==================== block 1
`src/rtl/mag_comp_seq_pkg.sv`:
```
// -----------------------------------------------------------------------------
// mag_comp_pkg
//   Shared types and sizing helpers for the sequential magnitude comparator.
//   state_t   : comparator FSM states (IDLE, CMP)
//   clog2     : ceiling log2 used to size the chunk index
//   idx_width : chunk index width, at least one bit even when there is one chunk
// -----------------------------------------------------------------------------
package mag_comp_pkg;

   typedef enum logic {
      IDLE = 1'b0,
      CMP  = 1'b1
   } state_t;

   function automatic int clog2(input int value);
      int r;
      r = 0;
      while ((1 << r) < value) begin
         r = r + 1;
      end
      return r;
   endfunction

   function automatic int idx_width(input int n);
      return (clog2(n) < 1) ? 1 : clog2(n);
   endfunction

endpackage

```
`src/rtl/mag_comp_seq_chunk_cmp.sv`:
```
// -----------------------------------------------------------------------------
// chunk_cmp
//   Combinational unsigned compare of one CHUNK-bit slice; the generalised form
//   of the old 4-bit eq/lt comparator.
//   a, b : slice operands (unsigned)
//   eq   : a == b
//   lt   : a <  b
// -----------------------------------------------------------------------------
module chunk_cmp #(
   parameter int CHUNK = 4
) (
   input  logic [CHUNK-1:0] a,
   input  logic [CHUNK-1:0] b,
   output logic             eq,
   output logic             lt
);

   assign eq = (a == b);
   assign lt = (a < b);

endmodule

```
`src/rtl/mag_comp_seq.sv`:
```
// -----------------------------------------------------------------------------
// mag_comp_seq
//   Multi-cycle magnitude comparator. Compares two WIDTH-bit operands CHUNK
//   bits per cycle, most significant chunk first, signed or unsigned, with an
//   optional early exit on the first differing chunk.
//
//   Handshake: start is sampled only while busy = 0; the edge that samples it
//   latches a, b and signed_mode and raises busy. done pulses for one cycle on
//   the finishing edge, and eq/lt/gt are valid from then until the next done
//   or reset. abort in CMP returns to IDLE with no done and results untouched.
//
//   Ports
//     clk, rst_n    : clock, asynchronous active-low reset
//     start         : compare request
//     signed_mode   : 1 = two's-complement compare (latched with start)
//     abort         : cancel an in-flight compare
//     a, b          : operands (latched with start)
//     busy          : compare in progress
//     done          : one-cycle completion pulse
//     eq, lt, gt    : registered compare result
// -----------------------------------------------------------------------------
module mag_comp_seq
   import mag_comp_pkg::*;
#(
   parameter int WIDTH      = 16,
   parameter int CHUNK      = 4,
   parameter int EARLY_EXIT = 1
) (
   input  logic             clk,
   input  logic             rst_n,
   input  logic             start,
   input  logic             signed_mode,
   input  logic             abort,
   input  logic [WIDTH-1:0] a,
   input  logic [WIDTH-1:0] b,
   output logic             busy,
   output logic             done,
   output logic             eq,
   output logic             lt,
   output logic             gt
);

   localparam int               N        = WIDTH / CHUNK;
   localparam int               IDX_W    = idx_width(N);
   localparam logic [IDX_W-1:0] LAST_IDX = IDX_W'(N - 1);
   localparam logic [WIDTH-1:0] MSB_BIT  = WIDTH'(1) << (WIDTH - 1);

   state_t           state;
   state_t           state_nxt;
   logic [WIDTH-1:0] a_q;
   logic [WIDTH-1:0] b_q;
   logic [IDX_W-1:0] idx;
   logic             decided;
   logic             dec_lt;

   logic [WIDTH-1:0] a_sh;
   logic [WIDTH-1:0] b_sh;
   logic [CHUNK-1:0] chunk_a;
   logic [CHUNK-1:0] chunk_b;
   logic             c_eq;
   logic             c_lt;
   logic             diff;
   logic             is_last;
   logic             finish;
   logic             res_diff;
   logic             res_lt;
   logic             accept;

   // Shifting the current chunk up to the MSB end keeps the select a constant
   // part-select and lets one chunk_cmp serve every chunk.
   assign a_sh    = a_q << (idx * CHUNK);
   assign b_sh    = b_q << (idx * CHUNK);
   assign chunk_a = a_sh[WIDTH-1 -: CHUNK];
   assign chunk_b = b_sh[WIDTH-1 -: CHUNK];

   chunk_cmp #(
      .CHUNK (CHUNK)
   ) u_chunk_cmp (
      .a  (chunk_a),
      .b  (chunk_b),
      .eq (c_eq),
      .lt (c_lt)
   );

   assign diff    = ~c_eq;
   assign is_last = (idx == LAST_IDX);
   assign accept  = (state == IDLE) && start;

   // Once a chunk has differed its verdict is frozen; later chunks are ignored.
   assign res_diff = decided | diff;
   assign res_lt   = decided ? dec_lt : c_lt;

   assign finish = (state == CMP) && (is_last || ((EARLY_EXIT != 0) && diff));

   // ---------------- FSM: state register ----------------
   always_ff @(posedge clk or negedge rst_n) begin
      if (!rst_n) begin
         state <= IDLE;
      end else begin
         state <= state_nxt;
      end
   end

   // ---------------- FSM: next-state logic ----------------
   // abort has priority over finish so a cancelled compare never reports.
   always_comb begin
      state_nxt = state;
      case (state)
         IDLE: begin
            if (start) begin
               state_nxt = CMP;
            end
         end
         CMP: begin
            if (abort || finish) begin
               state_nxt = IDLE;
            end
         end
         default: state_nxt = IDLE;
      endcase
   end

   // ---------------- FSM: outputs ----------------
   always_comb begin
      busy = 1'b0;
      if (state == CMP) begin
         busy = 1'b1;
      end
   end

   // ---------------- Datapath ----------------
   always_ff @(posedge clk or negedge rst_n) begin
      if (!rst_n) begin
         a_q     <= '0;
         b_q     <= '0;
         idx     <= '0;
         decided <= 1'b0;
         dec_lt  <= 1'b0;
         done    <= 1'b0;
         eq      <= 1'b0;
         lt      <= 1'b0;
         gt      <= 1'b0;
      end else begin
         done <= 1'b0;
         if (accept) begin
            // Flipping the sign bit of both operands maps two's-complement
            // order onto unsigned order, so the chunk compare stays unsigned.
            a_q     <= signed_mode ? (a ^ MSB_BIT) : a;
            b_q     <= signed_mode ? (b ^ MSB_BIT) : b;
            idx     <= '0;
            decided <= 1'b0;
            dec_lt  <= 1'b0;
         end else if ((state == CMP) && !abort) begin
            idx <= idx + 1'b1;
            if (!decided && diff) begin
               decided <= 1'b1;
               dec_lt  <= c_lt;
            end
            if (finish) begin
               done <= 1'b1;
               eq   <= ~res_diff;
               lt   <= res_diff & res_lt;
               gt   <= res_diff & ~res_lt;
            end
         end
      end
   end

endmodule

```
`config.mk`:
```
export PLATFORM = sky130hd
export DESIGN_NAME = mag_comp_seq
export DESIGN_NICKNAME = d
export VERILOG_FILES = /design/src/rtl/mag_comp_seq_pkg.sv /design/src/rtl/mag_comp_seq_chunk_cmp.sv /design/src/rtl/mag_comp_seq.sv
export SDC_FILE = /design/constraint.sdc
export NUM_CORES = 1
export LEC_CHECK = 0
export CORE_MARGIN = 1
export CORE_UTILIZATION = 50
export DETAILED_ROUTE_END_ITERATION = 10
export MAX_ROUTING_LAYER = met4
export PLACE_DENSITY = 0.76
export SLEW_MARGIN = 20
export SYNTH_ARGS = -nofsm -noshare
export SYNTH_HDL_FRONTEND = slang
export SYNTH_HIERARCHICAL = 1
export SYNTH_SLANG_ARGS = --single-unit
export TNS_END_PERCENT = 20
```
`constraint.sdc`:
```
create_clock -name clk -period 2.73 [get_ports clk]
set_input_delay 0.6825 -clock clk [delete_from_list [all_inputs] [get_ports clk]]
set_output_delay 0.6825 -clock clk [all_outputs]
set_load 0.005 [all_outputs]
```
block_1/pdn.png
The bar under the picture is 20 um long. Pins as bars on the die edge.
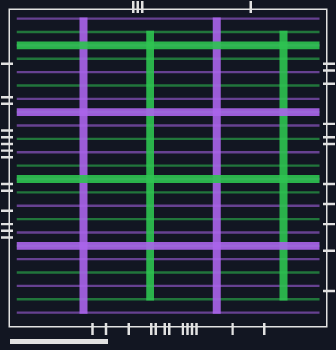
- VSS: purple
- VDD: green
- met4 straps: 4
- met5 straps: 4
- met1 rails: 23
- rows: 22
- signal pins: 42

block_1/cell_classes.png
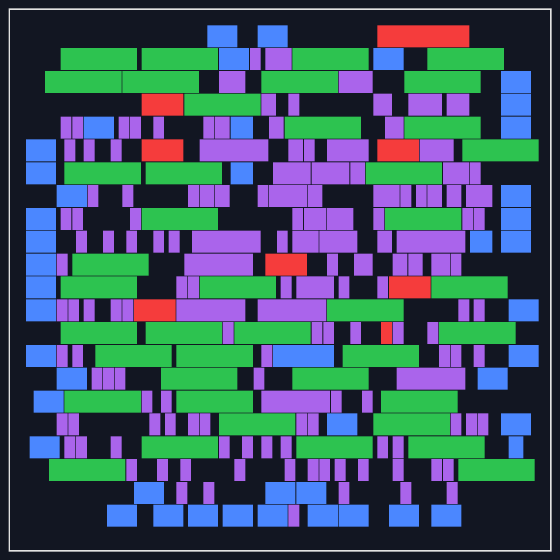
- other buffers and delay cells: blue (cells 45; share of their area 18%)
- all other logic: purple (cells 148; share of their area 35%)
- flops: green (cells 41; share of their area 42%)
- clock drivers and dummy loads: red (cells 8; share of their area 4.8%)

block_1/clock_map.png
The bar under the picture is 20 um long.
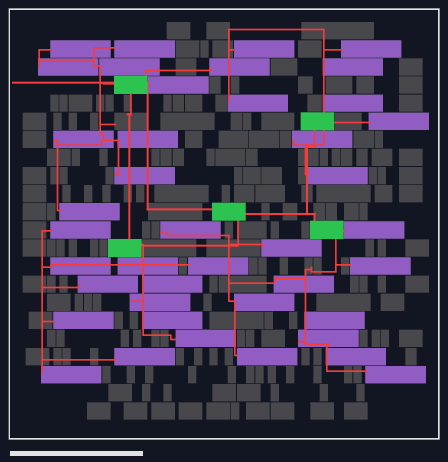
- cells driving clock nets: green (count 5)
- flip-flops: purple (count 41)
- clock wires: red (length 449 um)
- routed clock nets: 6
- flops lie: all over the die
clock latency (worst-skew pair): 290 ps
Clock Power Share: 22.3%
Clock Power: 0.494 mW

==> out/qor.yml <==
worst_setup_path:
  r2r_end: "eq"
  cp_num_buf_inv: 1
  cp_slowest_stage_delay_ps: 520
  critPathKind: "flip-flop to flip-flop"
  cp.required_ps: 2900
  rr_startpoint: "idx[0]"
grt:
  antenna_found_initial: 0
  track_usage_pct: 21.6
  grt_max_degree: 42
  grt_overflow: 0
  grt_util_met2_pct: 35.0
  grt_pass1_vias: 1444
yosys:
  ys_seq_share_pct: 52.8
  fp_nets: 240
  mux_share_pct: 11.0
  ys_sh_aoi_pct: 3.99
floorplanning:
  chipHeight_um: 64.3
  fp_util_pct: 52.6
  dieArea_um2: 4140
  core_area_um2: 3690
detailed_routing:
  vias: 1433
  drt_first_pass_iters: 4
  routedWlPerCell_um: 12.5
  remaining_drc_errors: 0
cells_and_area:
  instances_no_fill: 290
  areaGrowthSynthToFinish_pct: 28.8
  lay_top_count: "nand2_1"
  logic_area_um2: 825
  utilization_pct: 67.8
  antennaDiodeCount: 0
final_timing:
  fin_skew_ps: 9.02
  tightest_slew_ps: 884
  finalHoldViolations: 0
  tns_ps: 0
  finalCritPeriodShare_pct: 88.7
pwr:
  internal_power_mw: 1.52
  power.density_nw_per_um2: 886
  combPwrFrac_pct: 36.9
  finalPower_mw: 2.22
worst_hold_path:
  holdPathStages: 2
clock_tree:
  cts_buffers: 5
  tritoncts: "built"
place:
  place_inst: 282
status:
  status: "finished clean"
## power by group through the flow
stage	clock [mW]	sequential (mW)	combinational, mW
2_1_floorplan	0	0.866	0.593
3_3_place_gp	0	0.910	0.782
3_5_place_dp	0	0.916	0.815
4_1_cts	0.503	0.903	0.827
5_1_grt	0.530	0.927	0.929
6_report	0.494	0.904	0.819
## cell type report
cell class,instances,share of cell area (%)
Inverter,7,1.05
Clock inverter,1,1.20
Clock buffer,7,3.45
Multi-Input combinational cell,141,33.0
Timing Repair Buffer,45,17.9
Tap cell,48,2.40
Sequential cell,41,41.0
## per-layer routing
metal	vias up	share of wire [%]
li1	724	-
met4	0	1.3
met2	33	49
met3	6	3.9
met1	670	46
met5	-	0
## worst reg2reg max path, delay by kind of cell (launching register included)
kind / cells / cell delay (ps)
muxes: 2 / 860
and+or+nand+nor: 3 / 580
DFF: 1 / 350
buffers and inverters: 1 / 170
adders and majority gates: 1 / 340

==================== block 2
block_2/pdn.png
The bar under the picture is 100 um long. Pins as bars on the die edge.
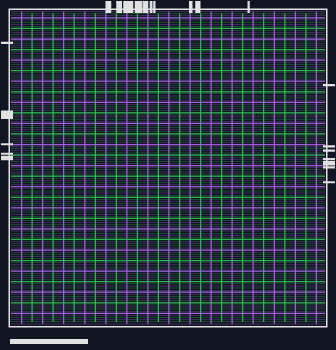
block_2/cell_classes.png
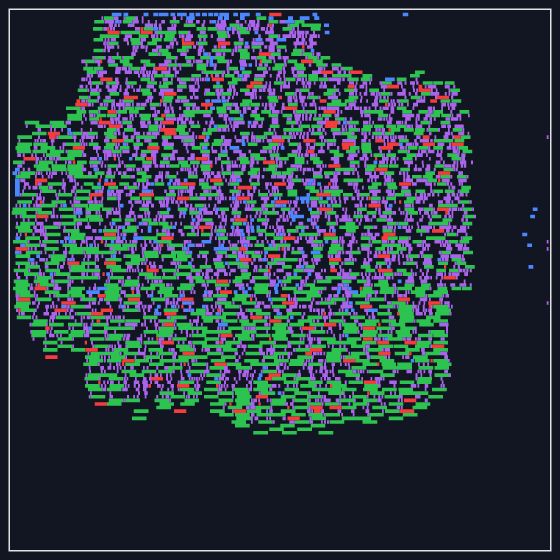
==> config.mk <==
export PLATFORM = sky130hd
export DESIGN_NAME = dprio_resp_c3gxb
export DESIGN_NICKNAME = d
export VERILOG_FILES = /design/src/rtl/dprio_c3gxb_pkg.sv /design/src/rtl/dprio_resp_regbank.sv /design/src/rtl/dprio_resp_c3gxb.sv
export SDC_FILE = /design/constraint.sdc
export NUM_CORES = 2
export LEC_CHECK = 0
export ABC_AREA = 1
export CORE_UTILIZATION = 30
export DETAILED_ROUTE_END_ITERATION = 6
export HOLD_SLACK_MARGIN = 0.12
export MAX_ROUTING_LAYER = met4
export SETUP_SLACK_MARGIN = 0.05
export SYNTH_ARGS = -nofsm -noshare
export SYNTH_HDL_FRONTEND = slang
export SYNTH_SLANG_ARGS = --single-unit
==> constraint.sdc <==
create_clock -name clock -period 3.8 [get_ports clock]
set_input_delay 0.95 -clock clock [delete_from_list [all_inputs] [get_ports clock]]
set_output_delay 0.95 -clock clock [all_outputs]
set_load 0.05 [all_outputs]
==> src/rtl/dprio_c3gxb_pkg.sv <==
// Shared types and constants for the c3gxb DPRIO responder.
// Covers the FSM states, the register-window decode and the calibration field positions.
package dprio_c3gxb_pkg;

  typedef enum logic [1:0] {
    IDLE,
    ADDR_FRAME,
    DATA_FRAME,
    COMPLETE
  } state_t;

  localparam logic [7:0] WIN_BASE   = 8'hC0;
  localparam logic [3:0] REG_C01    = 4'd1;
  localparam logic [3:0] REG_C02    = 4'd2;
  localparam int         CAL_MSB    = 10;
  localparam int         CAL_LSB    = 3;
  localparam int         CAL_EN_BIT = 6;

  // A single channel still needs a one-bit select.
  function automatic int ch_width(input int n);
    return (n > 1) ? $clog2(n) : 1;
  endfunction

endpackage

==> src/rtl/dprio_resp_regbank.sv <==
// Per-channel 16 x 16-bit register window with reset initialisation.
// Provides one write port, one read port and parallel C01/C02 taps for the testbus comparators.
module dprio_resp_regbank
  import dprio_c3gxb_pkg::*;
#(
  parameter int          NUM_CHANNELS = 4,
  parameter logic [15:0] C02_INIT     = 16'h0004,
  parameter logic [15:0] REG_INIT     = 16'h0000,
  parameter int          CH_W         = ch_width(NUM_CHANNELS)
) (
  input  logic                          clock,
  input  logic                          reset,
  input  logic                          wr_en,
  input  logic [CH_W-1:0]               wr_ch,
  input  logic [3:0]                    wr_idx,
  input  logic [15:0]                   wr_data,
  input  logic [CH_W-1:0]               rd_ch,
  input  logic [3:0]                    rd_idx,
  output logic [15:0]                   rd_data,
  output logic [NUM_CHANNELS-1:0][15:0] c01_taps,
  output logic [NUM_CHANNELS-1:0][15:0] c02_taps
);

  logic [15:0] mem [NUM_CHANNELS][16];

  always_ff @(posedge clock) begin
    if (reset) begin
      for (int c = 0; c < NUM_CHANNELS; c++) begin
        for (int r = 0; r < 16; r++) begin
          mem[c][r] <= (4'(r) == REG_C02) ? C02_INIT : REG_INIT;
        end
      end
    end else if (wr_en) begin
      for (int c = 0; c < NUM_CHANNELS; c++) begin
        if (wr_ch == CH_W'(c)) mem[c][wr_idx] <= wr_data;
      end
    end
  end

  // Channel selects beyond NUM_CHANNELS read as zero rather than indexing out of range.
  always_comb begin
    rd_data = '0;
    for (int c = 0; c < NUM_CHANNELS; c++) begin
      if (rd_ch == CH_W'(c)) rd_data = mem[c][rd_idx];
    end
  end

  always_comb begin
    for (int c = 0; c < NUM_CHANNELS; c++) begin
      c01_taps[c] = mem[c][REG_C01];
      c02_taps[c] = mem[c][REG_C02];
    end
  end

endmodule

==> src/rtl/dprio_resp_c3gxb.sv <==
// DPRIO responder: serial address/data frame timing with busy handshake over a 0xC00-0xC0F window.
// Optional per-channel testbus comparators are built when DPRIO_RESP_TESTBUS_EN is defined.
module dprio_resp_c3gxb
  import dprio_c3gxb_pkg::*;
#(
  parameter int          NUM_CHANNELS = 4,
  parameter int          FRAME_CYCLES = 34,
  parameter logic [15:0] C02_INIT     = 16'h0004,
  parameter logic [15:0] REG_INIT     = 16'h0000,
  parameter logic [7:0]  TB_THRESH    = 8'h30
) (
  input  logic                    clock,
  input  logic                    reset,
  input  logic [15:0]             dprio_addr,
  input  logic [8:0]              quad_addr,
  input  logic [15:0]             dprio_wrdata,
  input  logic                    dprio_wren,
  input  logic                    dprio_rden,
  input  logic                    retain_addr,
  output logic                    dprio_busy,
  output logic [15:0]             dprio_rddata,
  output logic                    protocol_err,
  output logic [NUM_CHANNELS-1:0] testbuses
);

  localparam int         CH_W       = ch_width(NUM_CHANNELS);
  localparam logic [7:0] FRAME_LAST = 8'(FRAME_CYCLES - 1);
  localparam logic [10:0] NCH       = 11'(NUM_CHANNELS);

  state_t      state, state_next;
  logic [7:0]  frame_cnt;
  logic        in_frame, frame_done, req, retain_ok;
  logic [15:0] cur_addr, last_addr, cur_data;
  logic [8:0]  cur_quad, last_quad;
  logic        cur_write, last_valid;
  logic [9:0]  cur_ch;
  logic        hit, bank_wr_en;
  logic [15:0] bank_rd_data;
  logic [NUM_CHANNELS-1:0][15:0] c01_taps, c02_taps;
  logic        unused_taps;

  assign req        = dprio_wren | dprio_rden;
  assign retain_ok  = dprio_wren & retain_addr & last_valid;
  assign in_frame   = (state == ADDR_FRAME) || (state == DATA_FRAME);
  assign frame_done = in_frame && (frame_cnt == FRAME_LAST);
  assign dprio_busy = in_frame;

  assign cur_ch     = {cur_quad[7:0], cur_addr[13:12]};
  assign hit        = (cur_addr[15:14] == 2'b00) && !cur_quad[8] &&
                      (cur_addr[11:4] == WIN_BASE) && ({1'b0, cur_ch} < NCH);
  assign bank_wr_en = (state == COMPLETE) && cur_write && hit;

  always_ff @(posedge clock) begin
    if (reset) state <= IDLE;
    else       state <= state_next;
  end

  always_comb begin
    state_next = state;
    case (state)
      IDLE:       if (req) state_next = retain_ok ? DATA_FRAME : ADDR_FRAME;
      ADDR_FRAME: if (frame_done) state_next = DATA_FRAME;
      DATA_FRAME: if (frame_done) state_next = COMPLETE;
      COMPLETE:   state_next = IDLE;
      default:    state_next = IDLE;
    endcase
  end

  // Read data is captured on the last data-frame cycle so it is already valid in COMPLETE.
  always_ff @(posedge clock) begin
    if (reset) begin
      frame_cnt    <= '0;
      last_valid   <= 1'b0;
      last_addr    <= '0;
      last_quad    <= '0;
      cur_addr     <= '0;
      cur_quad     <= '0;
      cur_data     <= '0;
      cur_write    <= 1'b0;
      dprio_rddata <= '0;
      protocol_err <= 1'b0;
    end else begin
      frame_cnt    <= (in_frame && !frame_done) ? frame_cnt + 8'd1 : 8'd0;
      protocol_err <= (state == IDLE) ?
                      (dprio_wren && (dprio_rden || (retain_addr && !last_valid))) : req;
      if (state == IDLE && req) begin
        cur_write <= dprio_wren;
        cur_data  <= dprio_wrdata;
        cur_addr  <= retain_ok ? last_addr : dprio_addr;
        cur_quad  <= retain_ok ? last_quad : quad_addr;
      end
      if (state == ADDR_FRAME && frame_done) begin
        last_valid <= 1'b1;
        last_addr  <= cur_addr;
        last_quad  <= cur_quad;
      end
      if (state == DATA_FRAME && frame_done && !cur_write) begin
        dprio_rddata <= hit ? bank_rd_data : 16'h0000;
      end
    end
  end

  dprio_resp_regbank #(
    .NUM_CHANNELS (NUM_CHANNELS),
    .C02_INIT     (C02_INIT),
    .REG_INIT     (REG_INIT),
    .CH_W         (CH_W)
  ) u_regbank (
    .clock    (clock),
    .reset    (reset),
    .wr_en    (bank_wr_en),
    .wr_ch    (cur_ch[CH_W-1:0]),
    .wr_idx   (cur_addr[3:0]),
    .wr_data  (cur_data),
    .rd_ch    (cur_ch[CH_W-1:0]),
    .rd_idx   (cur_addr[3:0]),
    .rd_data  (bank_rd_data),
    .c01_taps (c01_taps),
    .c02_taps (c02_taps)
  );

`ifdef DPRIO_RESP_TESTBUS_EN
  // Comparator trips once calibration is enabled and the code reaches the threshold.
  always_ff @(posedge clock) begin
    if (reset) begin
      testbuses <= '0;
    end else begin
      for (int c = 0; c < NUM_CHANNELS; c++) begin
        testbuses[c] <= c02_taps[c][CAL_EN_BIT] &&
                        (c01_taps[c][CAL_MSB:CAL_LSB] >= TB_THRESH);
      end
    end
  end
  assign unused_taps = ^{c01_taps, c02_taps};
`else
  assign testbuses   = '0;
  assign unused_taps = ^{c01_taps, c02_taps, TB_THRESH};
`endif

endmodule

==> out/qor.yml <==
yosys:
  synth_top_area_share_pct: 32.2
  top_cells_by_area: "edfxtp_1, dfxtp_1, nand2_1, nor2_1, a21oi_1"
cells_and_area:
  num-nonclk-inverters: 601
  regArea_um2: 27700
  clkCellAreaFrac_pct: 6.87
clock_tree:
  clk_path_buf_depth: 3
  root_buffer: "clkbuf_16"
  cts.repair.resized: 0
  clock_latency_ps: 720
  cts.htree.levels: 3
status:
  status: "finished clean"
pwr:
  internal_power_mw: 22.0
  combPwrFrac_pct: 27.7
grt:
  grt_overflow: 0
place:
  place_inst: 8093
About block_2/pdn.png:
- VDD: green
- VSS: purple
- met5 straps: 29
- signal pins: 68
chip height: 407 um
worst vdd ir: 0.445 mV
Die X: 407 um

About block_2/cell_classes.png:
- clock drivers and dummy loads: red (cells 222; share of their area 7.2%)
- other buffers and delay cells: blue (cells 249; share of their area 4.2%)
- flops: green (cells 1119; share of their area 52%)
- all other logic: purple (cells 4550; share of their area 37%)
sequential cell area share: 49.2%
post-route cell area: 56300 um^2

flip-flops by register name, summed over array words and instances (netlist names):
| name | count |
|---|---|
| last_quad | 9 |
| dprio_rddata | 16 |
| cur_quad | 9 |
| cur_addr | 16 |
| frame_cnt | 8 |
| last_addr | 16 |
| u_regbank.mem | 1024 |
| cur_data | 16 |
| state | 2 |
| last_valid | 1 |
| protocol_err | 1 |
| cur_write | 1 |
per-layer routing:
metal / routed length, um / track usage (%) / vias to the layer above
li1: - / - / 19495
met1: 69800 / 25.9 / 19227
met2: 69800 / 28.4 / 1639
met3: 13600 / 3.31 / 227
met4: 4350 / 5.30 / 0
met5: 0 / - / -
Yosys cell counts (42+ instances only):
master / n
a211oi_1: 150
a21oi_1: 486
buf_2: 148
clkbuf_1: 229
dfxtp_1: 591
edfxtp_1: 528
inv_1: 569
nand2_1: 1653
nand3_1: 87
nor2_1: 914
o21ai_0: 420
o21ai_1: 49
o22ai_1: 42
worst max-delay path, stage by stage (launching register included):
cell	delay [ps]
dfxtp_1	390
inv_1	80
ha_1	330
clkdlybuf4s50_1	830


==> screenshots <==
Clock routing.
(a)
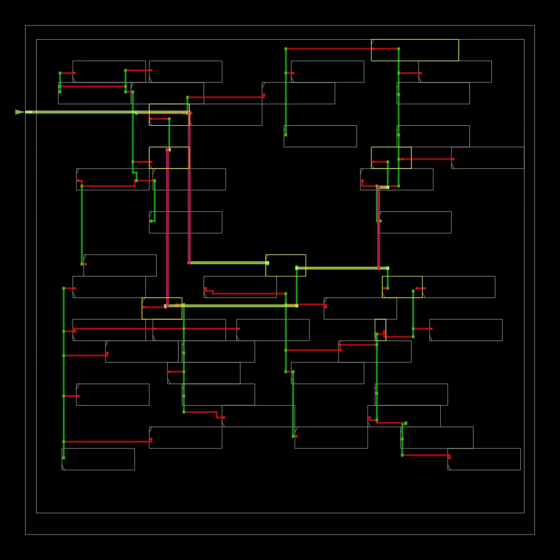
(b)
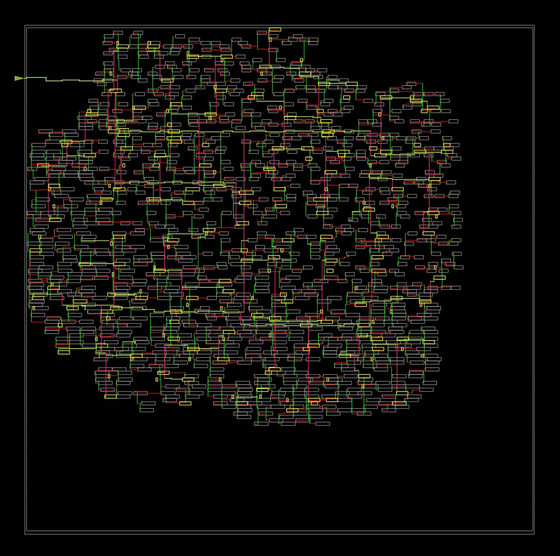
For block 2, see (b).
For block 1, see (a).


==> gallery <==
Routed metal, one color a layer.
image #1
The bar under the picture is 100 um long.
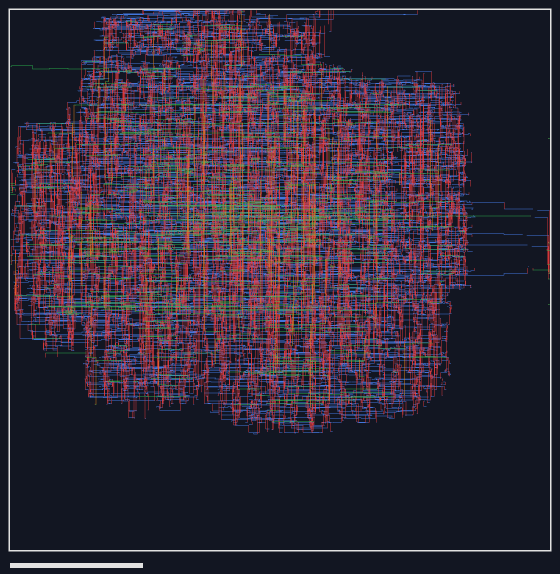
image #2
The bar under the picture is 20 um long.
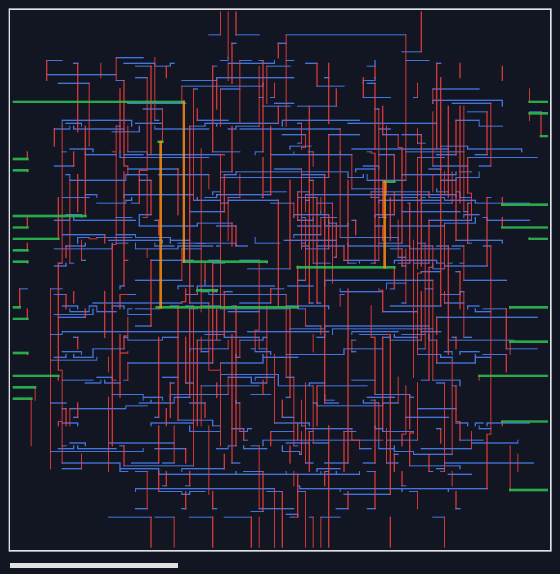
Of these, largest die: image #1
Of these, most wire: image #1
image #1: block 2
image #2: block 1

Power figures rest on the tool's default switching activity, not on a simulated workload.
